==================== clk_gate_ctrl_flat
$ cat config.mk
export PLATFORM = sky130hd
export DESIGN_NAME = clk_gate_ctrl_flat
export DESIGN_NICKNAME = d
export VERILOG_FILES = /design/src/rtl/clk_gate_ctrl_pkg.sv /design/src/rtl/clk_gate_ctrl_if.sv /design/src/rtl/clk_gate_cell.sv /design/src/rtl/clk_gate_ctrl.sv /design/src/flat_wrapper.sv
export SDC_FILE = /design/constraint.sdc
export NUM_CORES = 1
export LEC_CHECK = 0
export CORE_ASPECT_RATIO = 1.2
export CORE_MARGIN = 10
export CORE_UTILIZATION = 42
export CTS_CLUSTER_DIAMETER = 150
export CTS_CLUSTER_SIZE = 30
export DETAILED_ROUTE_END_ITERATION = 6
export GPL_TIMING_DRIVEN = 0
export PLACE_DENSITY = 0.65
export REMOVE_ABC_BUFFERS = 1
export SYNTH_ARGS = -nofsm -noshare
export SYNTH_HDL_FRONTEND = slang
export SYNTH_SLANG_ARGS = --single-unit
$ cat constraint.sdc
create_clock -name clk_i -period 1.6 [get_ports clk_i]
set_input_delay 0.16 -clock clk_i [delete_from_list [all_inputs] [get_ports clk_i]]
set_output_delay 0.16 -clock clk_i [all_outputs]
set_load 0.1 [all_outputs]
$ cat src/rtl/clk_gate_ctrl_pkg.sv
// Shared types and defaults for the multi-channel clock gate controller.
// Per-channel gate FSM states and a helper that maps a state to its gate enable.
package clk_gate_ctrl_pkg;

    localparam int DEF_NUM_CH = 4;
    localparam int DEF_CNT_W  = 8;

    typedef enum logic [1:0] {
        OFF  = 2'd0,
        WAKE = 2'd1,
        ON   = 2'd2,
        HOLD = 2'd3
    } gate_state_e;

    function automatic logic gate_open(gate_state_e s);
        return s != OFF;
    endfunction

endpackage

$ cat src/rtl/clk_gate_ctrl_if.sv
// Per-channel gating bundle between subsystem requesters and the gate controller.
// master = subsystem side, slave = controller side.
interface clk_gate_ctrl_if #(
    parameter int NUM_CH = 4
);
    logic [NUM_CH-1:0] ena;
    logic [NUM_CH-1:0] busy;
    logic [NUM_CH-1:0] wake_req;
    logic [NUM_CH-1:0] wake_ack;
    logic [NUM_CH-1:0] gate_en;
    logic [NUM_CH-1:0] clk_g;

    modport master (
        output ena,
        output busy,
        output wake_req,
        input  wake_ack,
        input  gate_en,
        input  clk_g
    );

    modport slave (
        input  ena,
        input  busy,
        input  wake_req,
        output wake_ack,
        output gate_en,
        output clk_g
    );
endinterface

$ cat src/rtl/clk_gate_cell.sv
// Glitch-free clock gate: enable captured by a low-phase transparent latch, then ANDed with the clock.
// Behavioural stand-in for the library ICG cell.
module clk_gate_cell (
    input  logic clk_i,
    input  logic ena_i,
    input  logic test_en_i,
    output logic clk_o
);
    logic en_l;

    // Latch is closed while clk_i is high, so enable changes cannot chop a high phase.
    always_latch begin
        if (!clk_i) begin
            en_l <= ena_i | test_en_i;
        end
    end

    assign clk_o = clk_i & en_l;

endmodule

$ cat src/rtl/clk_gate_ctrl.sv
// Multi-channel clock gate controller: per-channel gate FSM with idle hysteresis,
// 4-phase wake handshake and one gate cell per channel.
//
// state | meaning
// ------+-----------------------------------------------------------
// OFF   | gate closed, waiting for busy or wake request
// WAKE  | gate opening, one cycle before the channel counts as ON
// ON    | gate open, channel active; wake requests are acknowledged
// HOLD  | gate open, channel idle; counting down cfg_idle_i+1 cycles
module clk_gate_ctrl
    import clk_gate_ctrl_pkg::*;
#(
    parameter int NUM_CH = DEF_NUM_CH,
    parameter int CNT_W  = DEF_CNT_W
) (
    input  logic                 clk_i,
    input  logic                 rst_i,
    input  logic                 test_en_i,
    input  logic [CNT_W-1:0]     cfg_idle_i,
    clk_gate_ctrl_if.slave       bus
);

    logic [NUM_CH-1:0] ack_vec;
    logic [NUM_CH-1:0] gate_vec;
    logic [NUM_CH-1:0] clk_vec;

    for (genvar g = 0; g < NUM_CH; g++) begin : g_ch
        gate_state_e      state_q, state_d;
        logic [CNT_W-1:0] cnt_q, cnt_d;
        logic             ack_q, ack_d;
        logic             active;

        always_comb begin
            active  = bus.busy[g] | bus.wake_req[g];
            state_d = state_q;
            cnt_d   = cnt_q;

            // ena low overrides every other condition in every state
            if (!bus.ena[g]) begin
                state_d = OFF;
            end else begin
                unique case (state_q)
                    OFF: begin
                        if (active) begin
                            state_d = WAKE;
                        end
                    end
                    WAKE: begin
                        state_d = ON;
                    end
                    ON: begin
                        if (!active) begin
                            state_d = HOLD;
                            cnt_d   = cfg_idle_i;
                        end
                    end
                    HOLD: begin
                        if (active) begin
                            state_d = ON;
                        end else if (cnt_q == '0) begin
                            state_d = OFF;
                        end else begin
                            cnt_d = cnt_q - CNT_W'(1);
                        end
                    end
                    default: begin
                        state_d = OFF;
                    end
                endcase
            end

            // Ack tracks the next state so it lands the cycle the channel is ON with req high.
            ack_d = (state_d == ON) & bus.wake_req[g];
        end

        always_ff @(posedge clk_i) begin
            if (rst_i) begin
                state_q <= OFF;
                cnt_q   <= '0;
                ack_q   <= 1'b0;
            end else begin
                state_q <= state_d;
                cnt_q   <= cnt_d;
                ack_q   <= ack_d;
            end
        end

        assign ack_vec[g]  = ack_q;
        assign gate_vec[g] = gate_open(state_q);

        clk_gate_cell u_gate (
            .clk_i     (clk_i),
            .ena_i     (gate_vec[g]),
            .test_en_i (test_en_i),
            .clk_o     (clk_vec[g])
        );
    end

    assign bus.wake_ack = ack_vec;
    assign bus.gate_en  = gate_vec;
    assign bus.clk_g    = clk_vec;

endmodule

$ cat src/flat_wrapper.sv
// flat-port wrapper written by rule: the top's interface ports become plain ports
module clk_gate_ctrl_flat import clk_gate_ctrl_pkg::*;
#(
    parameter int NUM_CH = DEF_NUM_CH,
    parameter int CNT_W  = DEF_CNT_W
)
  (clk_i, rst_i, test_en_i, cfg_idle_i, bus_ena, bus_busy, bus_wake_req, bus_wake_ack, bus_gate_en, bus_clk_g);
  clk_gate_ctrl_if #(.NUM_CH(NUM_CH)) bus_i ();
  input  logic clk_i;
  input  logic rst_i;
  input  logic test_en_i;
  input  logic [CNT_W-1:0] cfg_idle_i;
  input wire logic [$bits(bus_i.ena)-1:0] bus_ena;
  input wire logic [$bits(bus_i.busy)-1:0] bus_busy;
  input wire logic [$bits(bus_i.wake_req)-1:0] bus_wake_req;
  output wire logic [$bits(bus_i.wake_ack)-1:0] bus_wake_ack;
  output wire logic [$bits(bus_i.gate_en)-1:0] bus_gate_en;
  output wire logic [$bits(bus_i.clk_g)-1:0] bus_clk_g;
  assign bus_i.ena = bus_ena;
  assign bus_i.busy = bus_busy;
  assign bus_i.wake_req = bus_wake_req;
  assign bus_wake_ack = bus_i.wake_ack;
  assign bus_gate_en = bus_i.gate_en;
  assign bus_clk_g = bus_i.clk_g;
  clk_gate_ctrl #(.NUM_CH(NUM_CH), .CNT_W(CNT_W)) u_core (.clk_i(clk_i), .rst_i(rst_i), .test_en_i(test_en_i), .cfg_idle_i(cfg_idle_i), .bus(bus_i));
endmodule
==================== capture_sequencer_flat
## src/rtl/capture_sequencer_if.sv

```systemverilog
// UART, sample-memory and status signals of the capture sequencer.
// master = the sequencer, slave = UART/memory/stimulus side.
interface capture_sequencer_if;
    logic        iRxDone;
    logic [7:0]  iRxData;
    logic        iTxDone;
    logic        oTxSend;
    logic [7:0]  oTxData;
    logic [15:0] oMemAddr;
    logic        oMemWrite;
    logic [7:0]  iMemData;
    logic        oFetchValue;
    logic        oSerialReset;
    logic        oBusy;
    logic        oError;
    logic [2:0]  oState;

    modport master (
        input  iRxDone, iRxData, iTxDone, iMemData,
        output oTxSend, oTxData, oMemAddr, oMemWrite, oFetchValue,
               oSerialReset, oBusy, oError, oState
    );

    modport slave (
        output iRxDone, iRxData, iTxDone, iMemData,
        input  oTxSend, oTxData, oMemAddr, oMemWrite, oFetchValue,
               oSerialReset, oBusy, oError, oState
    );
endinterface

```

## src/rtl/capture_sequencer.sv

```systemverilog
// Purpose: 'S'+value command arms a DEPTH-sample capture, then streams the samples out over UART.
// Latency: fetch pulse same cycle as the value byte; 3 cycles + UART time per byte sent.
// Backpressure: waits on iTxDone per byte, bounded by TX_TIMEOUT cycles (sticky oError on expiry).
module capture_sequencer #(
    parameter int DEPTH      = 1024,
    parameter int TX_TIMEOUT = 50000
) (
    input  logic                 iClock,
    input  logic                 iReset,
    capture_sequencer_if.master  bus
);
    localparam int          TW   = $clog2(TX_TIMEOUT + 1);
    localparam logic [15:0] LAST = 16'(DEPTH - 1);
    localparam logic [TW-1:0] TO_LOAD = TW'(TX_TIMEOUT);

    typedef enum logic [2:0] {
        IDLE    = 3'd0,
        ARM     = 3'd1,
        SAMPLE  = 3'd2,
        READ    = 3'd3,
        WAIT_Q  = 3'd4,
        SEND    = 3'd5,
        WAIT_TX = 3'd6,
        DONE    = 3'd7
    } state_t;

    state_t        state;
    logic [15:0]   addr;
    logic [TW-1:0] timeout;
    logic [7:0]    tx_data;
    logic          tx_send;
    logic          mem_write;
    logic          serial_reset;
    logic          error;

    always_ff @(posedge iClock or negedge iReset) begin
        if (!iReset) begin
            state        <= IDLE;
            addr         <= '0;
            timeout      <= '0;
            tx_data      <= 8'h00;
            tx_send      <= 1'b0;
            mem_write    <= 1'b0;
            serial_reset <= 1'b0;
            error        <= 1'b0;
        end else begin
            tx_send      <= 1'b0;
            serial_reset <= 1'b0;
            case (state)
                IDLE: begin
                    if (bus.iRxDone && bus.iRxData == 8'h53) begin
                        error <= 1'b0;
                        state <= ARM;
                    end
                end
                ARM: begin
                    if (bus.iRxDone) begin
                        addr      <= '0;
                        mem_write <= 1'b1;
                        state     <= SAMPLE;
                    end
                end
                SAMPLE: begin
                    // Compare against the last address so DEPTH=65536 never wraps mid-capture.
                    if (addr == LAST) begin
                        addr      <= '0;
                        mem_write <= 1'b0;
                        state     <= READ;
                    end else begin
                        addr <= addr + 16'd1;
                    end
                end
                READ:   state <= WAIT_Q;
                WAIT_Q: state <= SEND;
                SEND: begin
                    tx_data <= bus.iMemData;
                    tx_send <= 1'b1;
                    timeout <= TO_LOAD;
                    state   <= WAIT_TX;
                end
                WAIT_TX: begin
                    // iTxDone takes priority over a timeout expiring in the same cycle.
                    if (bus.iTxDone) begin
                        if (addr == LAST) begin
                            serial_reset <= 1'b1;
                            state        <= DONE;
                        end else begin
                            addr  <= addr + 16'd1;
                            state <= READ;
                        end
                    end else if (timeout <= TW'(1)) begin
                        timeout      <= '0;
                        error        <= 1'b1;
                        serial_reset <= 1'b1;
                        state        <= DONE;
                    end else begin
                        timeout <= timeout - TW'(1);
                    end
                end
                DONE:    state <= IDLE;
                default: state <= IDLE;
            endcase
        end
    end

    assign bus.oFetchValue  = (state == ARM) && bus.iRxDone;
    assign bus.oTxSend      = tx_send;
    assign bus.oTxData      = tx_data;
    assign bus.oMemAddr     = addr;
    assign bus.oMemWrite    = mem_write;
    assign bus.oSerialReset = serial_reset;
    assign bus.oError       = error;
    assign bus.oState       = state;
    assign bus.oBusy        = (state != IDLE) && (state != ARM);
endmodule
```

## src/flat_wrapper.sv

```systemverilog
// flat-port wrapper written by rule: the top's interface ports become plain ports
module capture_sequencer_flat 
#(
    parameter int DEPTH      = 1024,
    parameter int TX_TIMEOUT = 50000
)
  (iClock, iReset, bus_iRxDone, bus_iRxData, bus_iTxDone, bus_iMemData, bus_oTxSend, bus_oTxData, bus_oMemAddr, bus_oMemWrite, bus_oFetchValue, bus_oSerialReset, bus_oBusy, bus_oError, bus_oState);
  capture_sequencer_if bus_i ();
  input  logic iClock;
  input  logic iReset;
  input wire logic [$bits(bus_i.iRxDone)-1:0] bus_iRxDone;
  input wire logic [$bits(bus_i.iRxData)-1:0] bus_iRxData;
  input wire logic [$bits(bus_i.iTxDone)-1:0] bus_iTxDone;
  input wire logic [$bits(bus_i.iMemData)-1:0] bus_iMemData;
  output wire logic [$bits(bus_i.oTxSend)-1:0] bus_oTxSend;
  output wire logic [$bits(bus_i.oTxData)-1:0] bus_oTxData;
  output wire logic [$bits(bus_i.oMemAddr)-1:0] bus_oMemAddr;
  output wire logic [$bits(bus_i.oMemWrite)-1:0] bus_oMemWrite;
  output wire logic [$bits(bus_i.oFetchValue)-1:0] bus_oFetchValue;
  output wire logic [$bits(bus_i.oSerialReset)-1:0] bus_oSerialReset;
  output wire logic [$bits(bus_i.oBusy)-1:0] bus_oBusy;
  output wire logic [$bits(bus_i.oError)-1:0] bus_oError;
  output wire logic [$bits(bus_i.oState)-1:0] bus_oState;
  assign bus_i.iRxDone = bus_iRxDone;
  assign bus_i.iRxData = bus_iRxData;
  assign bus_i.iTxDone = bus_iTxDone;
  assign bus_i.iMemData = bus_iMemData;
  assign bus_oTxSend = bus_i.oTxSend;
  assign bus_oTxData = bus_i.oTxData;
  assign bus_oMemAddr = bus_i.oMemAddr;
  assign bus_oMemWrite = bus_i.oMemWrite;
  assign bus_oFetchValue = bus_i.oFetchValue;
  assign bus_oSerialReset = bus_i.oSerialReset;
  assign bus_oBusy = bus_i.oBusy;
  assign bus_oError = bus_i.oError;
  assign bus_oState = bus_i.oState;
  capture_sequencer #(.DEPTH(DEPTH), .TX_TIMEOUT(TX_TIMEOUT)) u_core (.iClock(iClock), .iReset(iReset), .bus(bus_i));
endmodule
```

## config.mk

```make
export PLATFORM = sky130hd
export DESIGN_NAME = capture_sequencer_flat
export DESIGN_NICKNAME = d
export VERILOG_FILES = /design/src/rtl/capture_sequencer_if.sv /design/src/rtl/capture_sequencer.sv /design/src/flat_wrapper.sv
export SDC_FILE = /design/constraint.sdc
export NUM_CORES = 1
export LEC_CHECK = 0
export CAP_MARGIN = 20
export CORE_MARGIN = 2
export CORE_UTILIZATION = 35
export DETAILED_ROUTE_END_ITERATION = 6
export PLACE_DENSITY_LB_ADDON = 0.25
export SETUP_SLACK_MARGIN = 0.1
export SLEW_MARGIN = 20
export SYNTH_ARGS = -nofsm -noshare
export SYNTH_HDL_FRONTEND = slang
export SYNTH_SLANG_ARGS = --single-unit
```

## constraint.sdc

```tcl
create_clock -name iClock -period 2 [get_ports iClock]
set_input_delay 0.4 -clock iClock [delete_from_list [all_inputs] [get_ports iClock]]
set_output_delay 0.4 -clock iClock [all_outputs]
set_load 0.1 [all_outputs]
```

==================== seq_feeder_flat
## config.mk

```make
export PLATFORM = sky130hd
export DESIGN_NAME = seq_feeder_flat
export DESIGN_NICKNAME = d
export VERILOG_FILES = /design/src/rtl/seq_feeder_pkg.sv /design/src/rtl/seq_feeder_if.sv /design/src/rtl/seq_feeder_credit.sv /design/src/rtl/seq_feeder.sv /design/src/flat_wrapper.sv
export SDC_FILE = /design/constraint.sdc
export NUM_CORES = 1
export LEC_CHECK = 0
export CAP_MARGIN = 10
export CORE_MARGIN = 2
export CORE_UTILIZATION = 45
export CTS_CLUSTER_DIAMETER = 200
export DETAILED_ROUTE_END_ITERATION = 10
export DONT_BUFFER_PORTS = 1
export PLACE_DENSITY = 0.69
export SLEW_MARGIN = 20
export SYNTH_ARGS = -nofsm -noshare
export SYNTH_HDL_FRONTEND = slang
export SYNTH_SLANG_ARGS = --single-unit
```

## constraint.sdc

```tcl
create_clock -name clk -period 8.32 [get_ports clk]
set_input_delay 1.248 -clock clk [delete_from_list [all_inputs] [get_ports clk]]
set_output_delay 1.248 -clock clk [all_outputs]
set_load 0.1 [all_outputs]
```

## src/rtl/seq_feeder_pkg.sv

```systemverilog
// Shared widths, buffer depth and FSM states
// for the query sequence feeder.
package seq_feeder_pkg;

  localparam int CHAR_W           = 3;
  localparam int BASE_W           = 2;
  localparam int BUFFER_DEPTH     = 8;
  localparam int BUFFER_DEPTH_BIT = 4;

  typedef enum logic [1:0] {
    SF_IDLE   = 2'd0,
    SF_STREAM = 2'd1,
    SF_DRAIN  = 2'd2,
    SF_DONE   = 2'd3
  } sf_state_e;

endpackage

```

## src/rtl/seq_feeder_if.sv

```systemverilog
// SRAM read port and query Buffer drive bundle
// between the feeder and its neighbours.
interface seq_feeder_if #(
  parameter int ADDR_W = 10
);
  import seq_feeder_pkg::*;

  logic              mem_rd_o;
  logic [ADDR_W-1:0] mem_addr_o;
  logic [BASE_W-1:0] mem_data_i;
  logic [CHAR_W-1:0] buf_q_o;
  logic              buf_pouring_o;
  logic              buf_update_o;

  modport master (
    output mem_rd_o,
    output mem_addr_o,
    input  mem_data_i,
    output buf_q_o,
    output buf_pouring_o,
    output buf_update_o
  );

  modport slave (
    input  mem_rd_o,
    input  mem_addr_o,
    output mem_data_i,
    input  buf_q_o,
    input  buf_pouring_o,
    input  buf_update_o
  );

endinterface

```

## src/rtl/seq_feeder_credit.sv

```systemverilog
// Credit counter shadowing the query Buffer
// occupancy with the same next-edge update.
module seq_feeder_credit #(
  parameter  int DEPTH = 8,
  localparam int OCC_W = $clog2(DEPTH + 1)
) (
  input  logic             clk,
  input  logic             rst,
  input  logic             push,
  input  logic             pop,
  output logic [OCC_W-1:0] occ,
  output logic             empty,
  output logic             full
);

  // Push and pop together leave the count alone.
  always_ff @(posedge clk) begin
    if (rst) begin
      occ <= '0;
    end else begin
      unique case (1'b1)
        push && !pop: occ <= occ + OCC_W'(1);
        pop && !push: occ <= occ - OCC_W'(1);
        default:      occ <= occ;
      endcase
    end
  end

  assign empty = (occ == '0);
  assign full  = (occ == OCC_W'(DEPTH));

endmodule

```

## src/rtl/seq_feeder.sv

```systemverilog
// Streams a query from SRAM into the Buffer FIFO.
// SEQ_FEEDER_STALL_CNT_EN adds stall_cnt_o.
module seq_feeder
  import seq_feeder_pkg::*;
#(
  parameter int ADDR_W = 10,
  parameter int LEN_W  = 11,
  parameter int DEPTH  = BUFFER_DEPTH
) (
  input  logic              clk,
  input  logic              rst,
  input  logic              start_i,
  input  logic [ADDR_W-1:0] base_addr_i,
  input  logic [LEN_W-1:0]  len_i,
  input  logic              pe_req_i,
  output logic              busy_o,
  output logic              done_o,
`ifdef SEQ_FEEDER_STALL_CNT_EN
  output logic [15:0]       stall_cnt_o,
`endif
  seq_feeder_if.master      bus
);

  localparam int OCC_W  = $clog2(DEPTH + 1);
  localparam int NEED_W = OCC_W + 2;

  sf_state_e         state;
  sf_state_e         state_n;
  logic [ADDR_W-1:0] base_q;
  logic [LEN_W-1:0]  len_q;
  logic [LEN_W-1:0]  rd_cnt;
  logic [LEN_W-1:0]  push_cnt;
  logic              pend;
  logic [OCC_W-1:0]  occ;
  logic              occ_empty;
  logic              occ_full;
  logic              push;
  logic              pop;
  logic              active;
  logic              start_go;
  logic              issue_n;
  logic [ADDR_W-1:0] cur_base;
  logic [LEN_W-1:0]  cur_len;
  logic [LEN_W-1:0]  cur_rd;
  logic [NEED_W-1:0] need;

  seq_feeder_credit #(
    .DEPTH(DEPTH)
  ) u_credit (
    .clk  (clk),
    .rst  (rst),
    .push (push),
    .pop  (pop),
    .occ  (occ),
    .empty(occ_empty),
    .full (occ_full)
  );

  assign active = (state == SF_STREAM)
               || (state == SF_DRAIN);
  assign push   = pend;
  assign pop    = pe_req_i & ~occ_empty & active;

  // SRAM data is already a register output;
  // gating it keeps the push one cycle after the read.
  assign bus.buf_q_o      = pend ? {1'b1, bus.mem_data_i}
                                 : '0;
  assign bus.buf_update_o = pop;

  // Next state and next-cycle read decision.
  always_comb begin
    state_n  = state;
    start_go = 1'b0;
    cur_base = base_q;
    cur_len  = len_q;
    cur_rd   = rd_cnt;
    unique case (state)
      SF_IDLE: begin
        if (start_i) begin
          start_go = 1'b1;
          cur_base = base_addr_i;
          cur_len  = len_i;
          cur_rd   = '0;
          state_n  = (len_i == '0) ? SF_DONE
                                    : SF_STREAM;
        end
      end
      SF_STREAM: begin
        if (push && (push_cnt + LEN_W'(1) == len_q))
          state_n = SF_DRAIN;
      end
      SF_DRAIN: begin
        if (occ_empty && !pend)
          state_n = SF_DONE;
      end
      SF_DONE: state_n = SF_IDLE;
      default: state_n = SF_IDLE;
    endcase
    // A pop this cycle is ignored: one-cycle bubble.
    need    = NEED_W'(occ) + NEED_W'(pend)
            + NEED_W'(bus.mem_rd_o) + NEED_W'(1);
    issue_n = (state_n == SF_STREAM)
           && (cur_rd < cur_len)
           && (need <= NEED_W'(DEPTH));
  end

  // State, counters and registered outputs.
  always_ff @(posedge clk) begin
    if (rst) begin
      state             <= SF_IDLE;
      base_q            <= '0;
      len_q             <= '0;
      rd_cnt            <= '0;
      push_cnt          <= '0;
      pend              <= 1'b0;
      bus.mem_rd_o      <= 1'b0;
      bus.mem_addr_o    <= '0;
      bus.buf_pouring_o <= 1'b0;
      busy_o            <= 1'b0;
      done_o            <= 1'b0;
    end else begin
      state        <= state_n;
      pend         <= bus.mem_rd_o;
      bus.mem_rd_o <= issue_n;
      if (start_go) begin
        base_q <= base_addr_i;
        len_q  <= len_i;
      end
      if (issue_n) begin
        bus.mem_addr_o <= cur_base + ADDR_W'(cur_rd);
        rd_cnt         <= cur_rd + LEN_W'(1);
      end else if (start_go) begin
        rd_cnt <= '0;
      end
      if (start_go)
        push_cnt <= '0;
      else if (push)
        push_cnt <= push_cnt + LEN_W'(1);
      bus.buf_pouring_o <= (state_n == SF_STREAM);
      busy_o            <= (state_n != SF_IDLE);
      done_o            <= (state_n == SF_DONE);
    end
  end

`ifdef SEQ_FEEDER_STALL_CNT_EN
  // Cycles the PE array waited on an empty FIFO.
  always_ff @(posedge clk) begin
    if (rst)
      stall_cnt_o <= '0;
    else if (start_go)
      stall_cnt_o <= '0;
    else if (pe_req_i && occ_empty && active
             && stall_cnt_o != 16'hFFFF)
      stall_cnt_o <= stall_cnt_o + 16'd1;
  end
`endif

  // The read pacing must never overrun the FIFO.
  a_no_overflow : assert property (
    @(posedge clk) disable iff (rst)
    !(occ_full && push && !pop)
  );

endmodule

```

## src/flat_wrapper.sv

```systemverilog
// flat-port wrapper written by rule: the top's interface ports become plain ports
module seq_feeder_flat import seq_feeder_pkg::*;
#(
  parameter int ADDR_W = 10,
  parameter int LEN_W  = 11,
  parameter int DEPTH  = BUFFER_DEPTH
)
  (clk, rst, start_i, base_addr_i, len_i, pe_req_i, busy_o, done_o, bus_mem_rd_o, bus_mem_addr_o, bus_mem_data_i, bus_buf_q_o, bus_buf_pouring_o, bus_buf_update_o);
  seq_feeder_if #(.ADDR_W(ADDR_W)) bus_i ();
  input  logic clk;
  input  logic rst;
  input  logic start_i;
  input  logic [ADDR_W-1:0] base_addr_i;
  input  logic [LEN_W-1:0] len_i;
  input  logic pe_req_i;
  output logic busy_o;
  output logic done_o;
  output wire logic [$bits(bus_i.mem_rd_o)-1:0] bus_mem_rd_o;
  output wire logic [$bits(bus_i.mem_addr_o)-1:0] bus_mem_addr_o;
  input wire logic [$bits(bus_i.mem_data_i)-1:0] bus_mem_data_i;
  output wire logic [$bits(bus_i.buf_q_o)-1:0] bus_buf_q_o;
  output wire logic [$bits(bus_i.buf_pouring_o)-1:0] bus_buf_pouring_o;
  output wire logic [$bits(bus_i.buf_update_o)-1:0] bus_buf_update_o;
  assign bus_mem_rd_o = bus_i.mem_rd_o;
  assign bus_mem_addr_o = bus_i.mem_addr_o;
  assign bus_i.mem_data_i = bus_mem_data_i;
  assign bus_buf_q_o = bus_i.buf_q_o;
  assign bus_buf_pouring_o = bus_i.buf_pouring_o;
  assign bus_buf_update_o = bus_i.buf_update_o;
  seq_feeder #(.ADDR_W(ADDR_W), .LEN_W(LEN_W), .DEPTH(DEPTH)) u_core (.clk(clk), .rst(rst), .start_i(start_i), .base_addr_i(base_addr_i), .len_i(len_i), .pe_req_i(pe_req_i), .busy_o(busy_o), .done_o(done_o), .bus(bus_i));
endmodule
```

==================== uart_word_assembler
### src/rtl/uart_pkg.sv
// Shared types for the UART byte-to-word path.
package uart_pkg;

    typedef logic [7:0]  byte_t;
    typedef logic [31:0] word_t;

    localparam int unsigned BYTES_PER_WORD = 4;

    // Byte lane that the next received byte lands in.
    typedef enum logic [1:0] {
        BYTE0 = 2'd0,
        BYTE1 = 2'd1,
        BYTE2 = 2'd2,
        BYTE3 = 2'd3
    } asm_state_e;

endpackage

### src/rtl/uart_word_fifo.sv
// Synchronous first-word fall-through FIFO of 32-bit words.
// A push into a full FIFO is accepted only when a pop happens on the same edge.
module uart_word_fifo
    import uart_pkg::*;
#(
    parameter int unsigned DEPTH = 4,
    localparam int unsigned PtrW = $clog2(DEPTH)
) (
    input  logic          clk,
    input  logic          reset,
    input  logic          push,
    input  word_t         push_data,
    input  logic          pop,
    output word_t         pop_data,
    output logic [PtrW:0] level,
    output logic          full,
    output logic          empty
);

    word_t               mem_q [DEPTH];
    logic [PtrW-1:0]     wr_ptr_q;
    logic [PtrW-1:0]     rd_ptr_q;
    logic [PtrW:0]       level_q;
    logic                pop_ok;
    logic                push_ok;

    assign empty    = (level_q == '0);
    assign full     = (level_q == (PtrW + 1)'(DEPTH));
    assign level    = level_q;
    assign pop_ok   = pop && !empty;
    assign push_ok  = push && (!full || pop_ok);
    // Gate the head so the output reads zero whenever nothing is held.
    assign pop_data = empty ? '0 : mem_q[rd_ptr_q];

    // Storage array; written only on accepted pushes, needs no reset.
    always_ff @(posedge clk) begin
        if (push_ok) begin
            mem_q[wr_ptr_q] <= push_data;
        end
    end

    // Pointers and occupancy counter; level is tracked independently of the pointers.
    always_ff @(posedge clk) begin
        if (reset) begin
            wr_ptr_q <= '0;
            rd_ptr_q <= '0;
            level_q  <= '0;
        end else begin
            if (push_ok) begin
                wr_ptr_q <= wr_ptr_q + 1'b1;
            end
            if (pop_ok) begin
                rd_ptr_q <= rd_ptr_q + 1'b1;
            end
            unique case ({push_ok, pop_ok})
                2'b10:   level_q <= level_q + 1'b1;
                2'b01:   level_q <= level_q - 1'b1;
                default: level_q <= level_q;
            endcase
        end
    end

endmodule

### src/rtl/uart_word_assembler.sv
// Packs UART receiver bytes little-endian into 32-bit words and queues them.
// Optional inter-byte timeout that discards stalled partial words: UART_WORD_TIMEOUT_EN.
module uart_word_assembler
    import uart_pkg::*;
#(
    parameter int unsigned DEPTH   = 4,
    parameter logic [19:0] TIMEOUT = 20'd34760
) (
    input  logic                     clk,
    input  logic                     reset,
    input  byte_t                    rx_data,
    input  logic                     rx_valid,
    output word_t                    word_data,
    output logic                     word_valid,
    input  logic                     word_ready,
    output logic [$clog2(DEPTH):0]   level,
    output logic                     overflow,
    output logic                     dropped
);

    localparam int unsigned Lanes = BYTES_PER_WORD - 1;

    asm_state_e state_q, state_d;
    byte_t      lane_q [Lanes];
    logic       overflow_q;
    logic       word_push;
    logic       word_pop;
    logic       fifo_full;
    logic       fifo_empty;
    word_t      word_in;

`ifdef UART_WORD_TIMEOUT_EN
    logic [19:0] cnt_q, cnt_d;
    logic        dropped_q, drop_d;
`endif

    // The last byte bypasses the lanes and goes straight into the FIFO.
    assign word_in    = {rx_data, lane_q[2], lane_q[1], lane_q[0]};
    assign word_push  = rx_valid && (state_q == BYTE3);
    assign word_pop   = word_valid && word_ready;
    assign word_valid = !fifo_empty;
    assign overflow   = overflow_q;

    uart_word_fifo #(
        .DEPTH (DEPTH)
    ) u_fifo (
        .clk       (clk),
        .reset     (reset),
        .push      (word_push),
        .push_data (word_in),
        .pop       (word_pop),
        .pop_data  (word_data),
        .level     (level),
        .full      (fifo_full),
        .empty     (fifo_empty)
    );

    // Next byte index, plus timeout countdown and drop decision when enabled.
    always_comb begin
        state_d = state_q;
`ifdef UART_WORD_TIMEOUT_EN
        cnt_d  = cnt_q;
        drop_d = 1'b0;
`endif
        if (rx_valid) begin
            unique case (state_q)
                BYTE0:   state_d = BYTE1;
                BYTE1:   state_d = BYTE2;
                BYTE2:   state_d = BYTE3;
                default: state_d = BYTE0;
            endcase
`ifdef UART_WORD_TIMEOUT_EN
            // A byte arriving on the expiry cycle wins over the drop.
            cnt_d = TIMEOUT;
        end else if (state_q != BYTE0) begin
            if (cnt_q == '0) begin
                state_d = BYTE0;
                drop_d  = 1'b1;
                cnt_d   = TIMEOUT;
            end else begin
                cnt_d = cnt_q - 20'd1;
            end
`endif
        end
    end

    // State, overflow flag and optional timeout registers.
    always_ff @(posedge clk) begin
        if (reset) begin
            state_q    <= BYTE0;
            overflow_q <= 1'b0;
`ifdef UART_WORD_TIMEOUT_EN
            cnt_q      <= TIMEOUT;
            dropped_q  <= 1'b0;
`endif
        end else begin
            state_q <= state_d;
            if (word_push && fifo_full && !word_pop) begin
                overflow_q <= 1'b1;
            end
`ifdef UART_WORD_TIMEOUT_EN
            cnt_q     <= cnt_d;
            dropped_q <= drop_d;
`endif
        end
    end

    // Partial-word lanes; never cleared on completion, later bytes overwrite them.
    always_ff @(posedge clk) begin
        if (reset) begin
            for (int i = 0; i < Lanes; i++) begin
                lane_q[i] <= '0;
            end
        end else if (rx_valid) begin
            unique case (state_q)
                BYTE0:   lane_q[0] <= rx_data;
                BYTE1:   lane_q[1] <= rx_data;
                BYTE2:   lane_q[2] <= rx_data;
                default: ;
            endcase
        end
    end

`ifdef UART_WORD_TIMEOUT_EN
    assign dropped = dropped_q;
`else
    logic unused_timeout;
    assign unused_timeout = ^TIMEOUT;
    assign dropped        = 1'b0;
`endif

endmodule

### config.mk
export PLATFORM = sky130hd
export DESIGN_NAME = uart_word_assembler
export DESIGN_NICKNAME = d
export VERILOG_FILES = /design/src/rtl/uart_pkg.sv /design/src/rtl/uart_word_fifo.sv /design/src/rtl/uart_word_assembler.sv
export SDC_FILE = /design/constraint.sdc
export NUM_CORES = 1
export LEC_CHECK = 0
export CAP_MARGIN = 20
export CORE_MARGIN = 4
export CORE_UTILIZATION = 50
export DETAILED_ROUTE_END_ITERATION = 7
export PLACE_DENSITY = 0.79
export RECOVER_POWER = 25
export SETUP_SLACK_MARGIN = 0.2
export SLEW_MARGIN = 20
export SYNTH_ARGS = -nofsm -noshare
export SYNTH_HDL_FRONTEND = slang
export SYNTH_SLANG_ARGS = --single-unit
### constraint.sdc
create_clock -name clk -period 5.65 [get_ports clk]
set_clock_uncertainty 0.1 [all_clocks]
set_input_delay 1.13 -clock clk [delete_from_list [all_inputs] [get_ports clk]]
set_output_delay 1.13 -clock clk [all_outputs]
set_load 0.01 [all_outputs]
==> clk_gate_ctrl_flat/m4.png <==
Supply wires on this layer in grey.
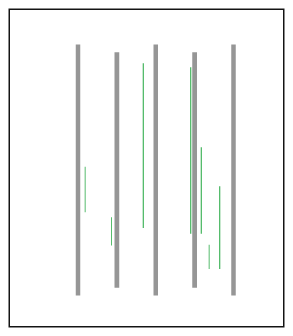
share of all routed wire: 2.5%
nets with wire on the layer: 7
main direction: vertical
wire length on this layer: 207 um
longest straight run: 57.8 um
WL final: 8.17 mm
via count: 2844

==> flow_metrics.tcl, clk_gate_ctrl_flat <==
# yosys + openroad results
set metrics [dict create \
    fin_ws_ns -0.499 \
    post-cts-setup-buffer-count 23 \
    endpoint_kind "output pin" \
    r2r_end "u_core.g_ch[1].cnt_q[0]$_SDFFE_PP0P_" \
    slowest_stage "dlxtn_1" \
    routed_via_density 5.80 \
    fin_cells 490 \
    synth_top_flop_cell "dfxtp_1" \
    synthTopCellsByCount "dfxtp_1, a21oi_1, nor2_1" \
    grt_pass1_wl_mm 13.4 \
    min_to "u_core.g_ch[3].cnt_q[3]$_SDFFE_PP0P_" \
    ys_sh_aoi_pct 24.6 \
    hold_viol 0 \
    yosys_cells 361 \
    relSlewSlack_pct 60.4 \
    violations "negative setup slack" \
    setup_viol 30 \
    crit_end "bus_clk_g[1]" \
    slowest_delay_ns 0.40 \
    edf_count 0 \
    dominant_cells "logic gates" \
    status "finished with violations" \
    num-nonclk-buffers 56 \
    peakVddDrop_mv 0.933 \
]
==> uart_word_assembler/congestion_map.png <==
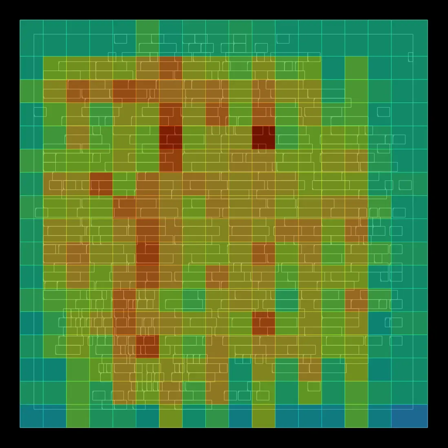
total track usage: 16.4%
grt met3 use: 4.76%

==> flow_metrics.tcl, uart_word_assembler <==
# yosys + openroad results
set metrics [dict create \
    status "finished, final reports clean" \
    slowest_delay_ns 0.68 \
    cts-htree-levels 4 \
    required_ns 4.42 \
    wl_met3_um 630 \
    largest_register_ffs 128 \
    clk_path_buf_depth 2 \
    post-cts-setup-buffer-count 0 \
    fin_util_pct 61.2 \
    synth-xor-area-share_pct 0.410 \
    crit_type "reg2out" \
    layout_top_cells "edfxtp_1, clkdlybuf4s50_1, mux4_2" \
    synth.net_count 337 \
    rows 41 \
    power_leader "sequential cells" \
    die_h_um 121 \
    pre_cts_ws_ns 2.00 \
    routedWlPerCell_um 19.8 \
    ys_async_sr_fraction_pct 0 \
    first_global_vias 3170 \
    log.warning_count 32 \
    min_period_ns 4.01 \
    diodes 0 \
    drive_above_1_share_pct 20.2 \
    grt_antenna_before_repair 0 \
    edf_count 152 \
    swShare_pct 19.3 \
    grt-ovfl-total 0 \
    cp_max_fo 18 \
    synth_top_flop_cell "edfxtp_1" \
    maxCapViolations 0 \
    min_period_over_period_pct 71.0 \
    nMultiInputCombCells 126 \
    endpoint_kind "output pin" \
    final_area_sq_um 7690 \
    clockPowerShare_pct 46.4 \
    dpl.hpwl_mm 6.42 \
    slowest_stage "dfxtp_2" \
    comb_area_sq_um 1450 \
    n_tap_cell 172 \
    sequentialPower_mw 1.37 \
    met2_usage_pct 26.8 \
    cts_made_buffers 17 \
    ys_ff 164 \
    combPwrFrac_pct 2.8 \
    cts_resized 0 \
]
==> seq_feeder_flat/m4.png <==
Supply wires on this layer in grey.
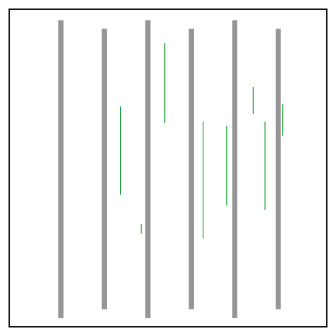
nets with wire on the layer: 6
share of all routed wire: 1.7%
main direction: vertical
longest straight run: 36.0 um
wire length on this layer: 160 um
via count: 3464
WL final: 9.67 mm

==> flow_metrics.tcl, seq_feeder_flat <==
# yosys + openroad results
set metrics [dict create \
    combPwrFrac_pct 38.4 \
    post-cts-setup-buffer-count 0 \
    grt.total_usage_pct 20.8 \
    cts-htree-levels 3 \
    gp_congestion 0.837 \
    fp-utilization_pct 46.2 \
    simple_gate_area_share_pct 22.5 \
    endpoint_kind "flip-flop" \
    final_area_sq_um 4300 \
    ant_nets 0 \
    synth-xor-area-share_pct 7.39 \
    path_clk_slew_ns 0.08 \
    min_path_cells 2 \
    logic_family "simple AND/OR/NAND/NOR gates" \
    hold_path.class "reg2reg" \
    p_leak_nw 1.78 \
    fa_ha_area_share_pct 10.9 \
    dieWidth_um 98.6 \
    layout_top_cells "dfxtp_1, nor2_1, ha_1" \
    min_period_ns 4.27 \
    nClkBuffers 9 \
    log.warning_count 29 \
    dominant_cells "logic gates" \
    slew_violations 0 \
    lay_top_count "dfxtp_1" \
    rows 34 \
    powerClk_mw 0.275 \
    critPathLaunch "start_i" \
    crit_path_start_kind "primary input" \
    ys_ff 64 \
    status "finished, final reports clean" \
    yosys_cells 473 \
    inverters_excl_clock 21 \
    met3_usage_pct 7.02 \
    comb_area_sq_um 2570 \
    synth_top_flop_cell "dfxtp_1" \
    ff_count 64 \
    min_to "u_core.base_q[9]$_SDFFE_PP0P_" \
    drive_above_1_share_pct 8.49 \
    slowest_stage "or4_1" \
    r2r_start "u_core.state[1]$_SDFF_PP0_" \
    nFillCells 830 \
    rr_worst_depth 13 \
    grt_antenna_before_repair 0 \
    clkSinkCount 64 \
    comb_area_share_pct 59.8 \
    routed_via_density 5.98 \
    fin_setup_tns_ns 0 \
    ys_chip_area_sq_um 4030 \
    comb_power_mw 0.517 \
    drtPass1Iterations 4 \
    arrival_ns 4.56 \
    relSlewSlack_pct 33.1 \
    clock_cell_area_share_pct 4.71 \
    drt_first_iter_violations 167 \
    nMultiInputCombCells 366 \
    port_buffers 0 \
    peakVddDrop_mv 0.256 \
    topCellsByArea "dfxtp_1, ha_1, xnor2_1, nor2_1, a21oi_1" \
    pre_cts_ws_ns 3.70 \
    grt-ovfl-total 0 \
    clk_path_buf_depth 2 \
]
==> capture_sequencer_flat/congestion_map.png <==
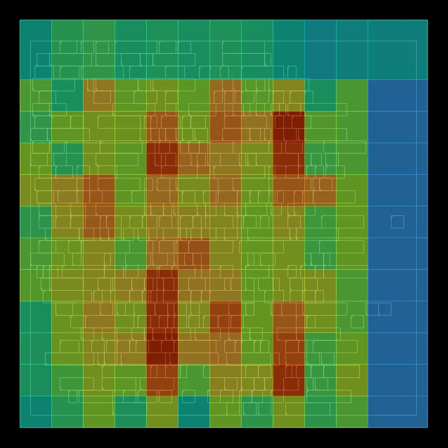
end-of-flow core utilization: 57.8%
Top Usage Layer GRT: met1

==> flow_metrics.tcl, capture_sequencer_flat <==
# yosys + openroad results
set metrics [dict create \
    dp_cells 456 \
    path_clk_slew_ns 0.09 \
    critical_path_buf_inv_count 0 \
    status "finished with violations" \
    seq_area_share_pct 30.6 \
    r2r_start "u_core.bus.oState[2]$_DFFE_PN0P_" \
    clockPowerShare_pct 18.8 \
    hold_viol 0 \
    violations "negative setup slack" \
    postCtsHoldBufs 0 \
    powerClk_mw 0.708 \
    min_period_ns 2.12 \
    nClkBuffers 5 \
    cts_made_buffers 5 \
    crit_path_start_kind "flip-flop" \
    diodes 0 \
    gp_congestion 0.840 \
    logic_family "simple AND/OR/NAND/NOR gates" \
    synth_area_sq_um 2520 \
    fin_ws_ns -0.122 \
    drt_first_iter_violations 137 \
    fa_ha_area_share_pct 1.49 \
    clock_cell_area_share_pct 2.84 \
    endpoint_kind "flip-flop" \
    timing.reg2reg.setup_slack_ns -0.12 \
    synth.largest_area_cell "dfrtp_1" \
    grt_pass1_wl_mm 11.2 \
    clkSinkCount 47 \
    synth.net_count 296 \
    cp_num_cells 5 \
    r2r_end "u_core.bus.oMemAddr[13]$_DFFE_PN0P_" \
    slew_violations 0 \
    port_buffers 52 \
    skew_ns 0.00627 \
    arrival_ns 2.36 \
    met2WireLength_mm 3.34 \
    regArea_sq_um 1210 \
    post-cts-setup-buffer-count 4 \
    setup_viol 5 \
    num-nets-final 401 \
    ant_nets 0 \
    crit_type "reg2reg" \
    min_period_over_period_pct 106 \
]

==> notes/layouts.md <==
Pictures saved along the way, in no particular order.

Metal 2.
Cells faint in the background.
(a)
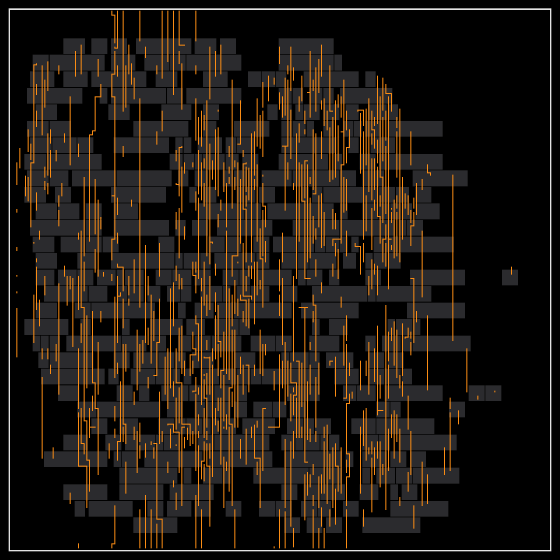
(b)
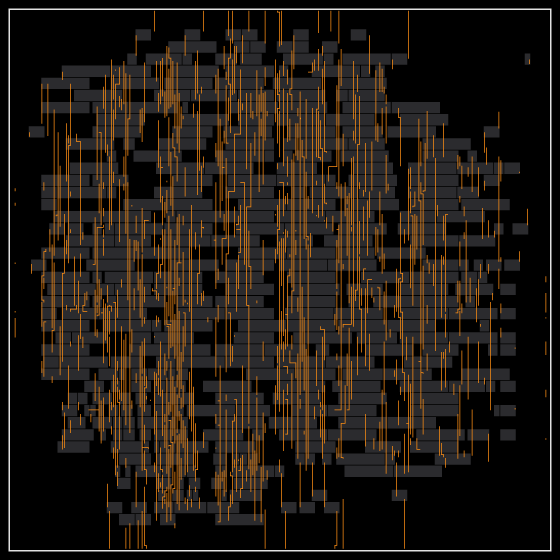
(c)
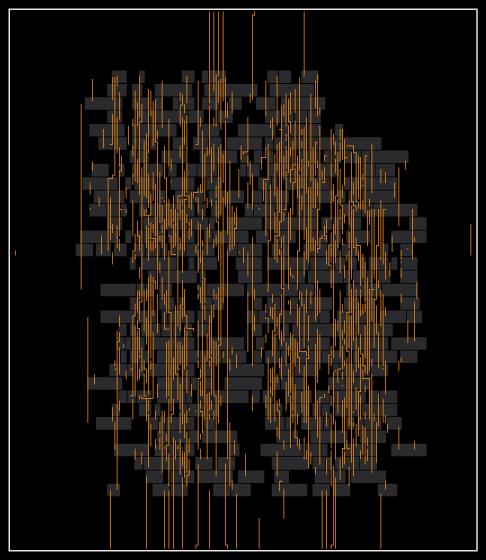
(d)
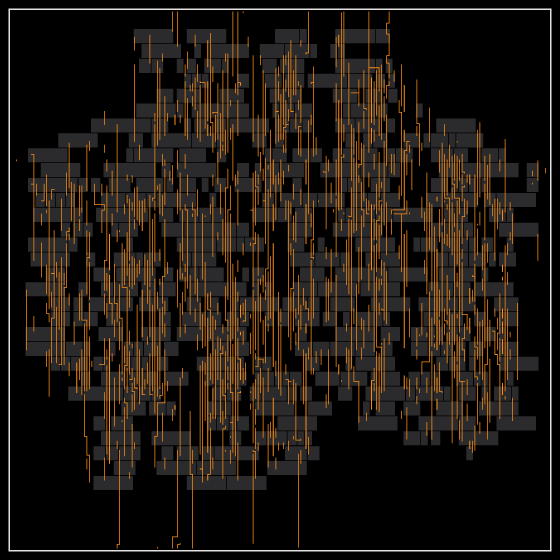
uart_word_assembler -> (b)
seq_feeder_flat -> (d)
clk_gate_ctrl_flat -> (c)
capture_sequencer_flat -> (a)

Key to (d):
longest straight run: 32.6 um
wire length on this layer: 4620 um
main direction: vertical
nets with wire on the layer: 454
share of all routed wire: 48%



## Gallery

M1 wires.
Bar = 20 um. Supply wires on this layer in grey.
Plate I
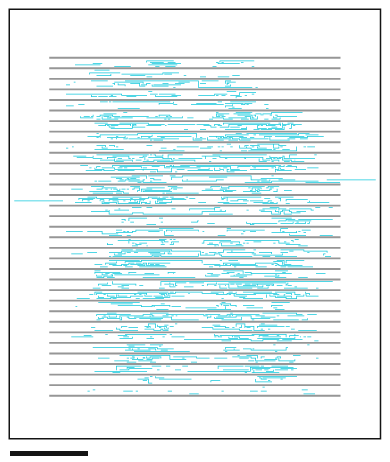
Plate II
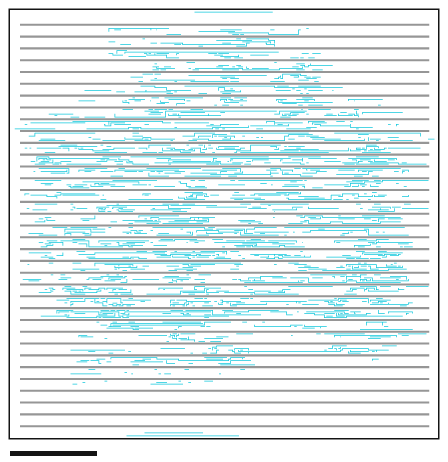
Plate III
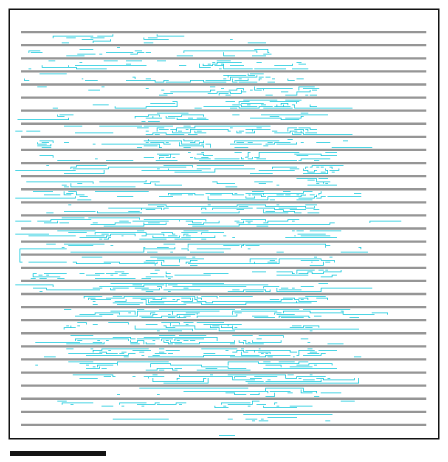
Plate IV
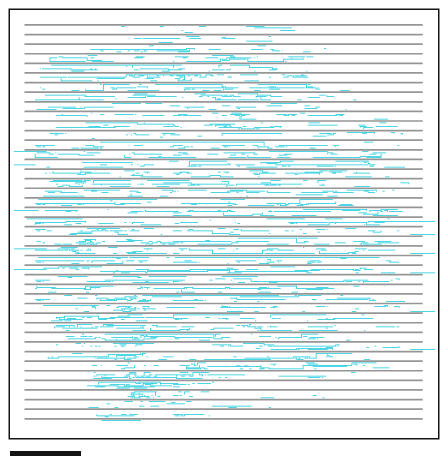
- largest die: Plate IV
- smallest die: Plate III
For seq_feeder_flat, see Plate II.
For clk_gate_ctrl_flat, see Plate I.
For uart_word_assembler, see Plate IV.
For capture_sequencer_flat, see Plate III.

Key to Plate II:
longest straight run: 35.4 um
main direction: horizontal


## Gallery

Metal 3.
shot_01.png
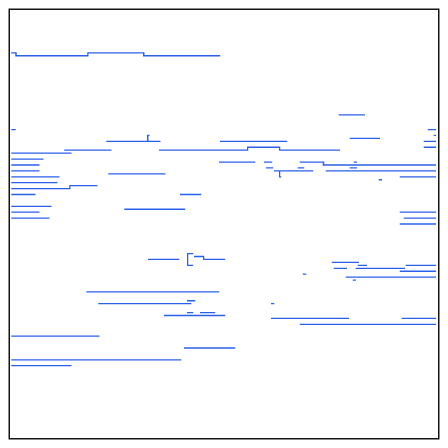
shot_02.png
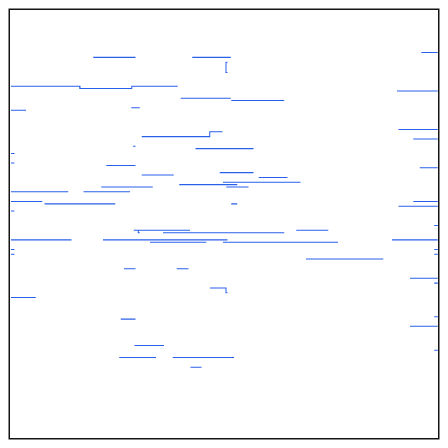
shot_03.png
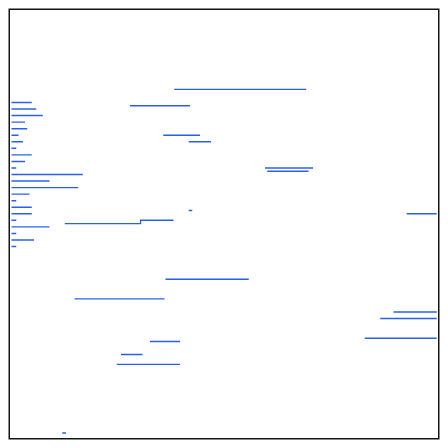
shot_04.png
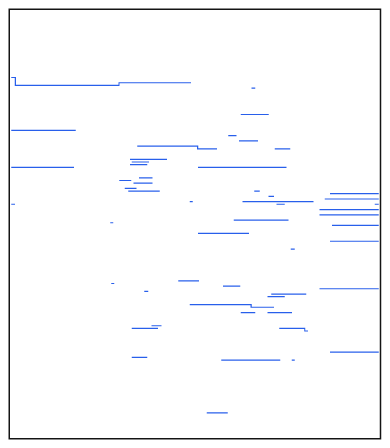
uart_word_assembler: shot_02.png
clk_gate_ctrl_flat: shot_04.png
capture_sequencer_flat: shot_03.png
seq_feeder_flat: shot_01.png

Key to shot_03.png:
main direction: horizontal
longest straight run: 27.1 um
wire length on this layer: 285 um
nets with wire on the layer: 37
share of all routed wire: 4.0%

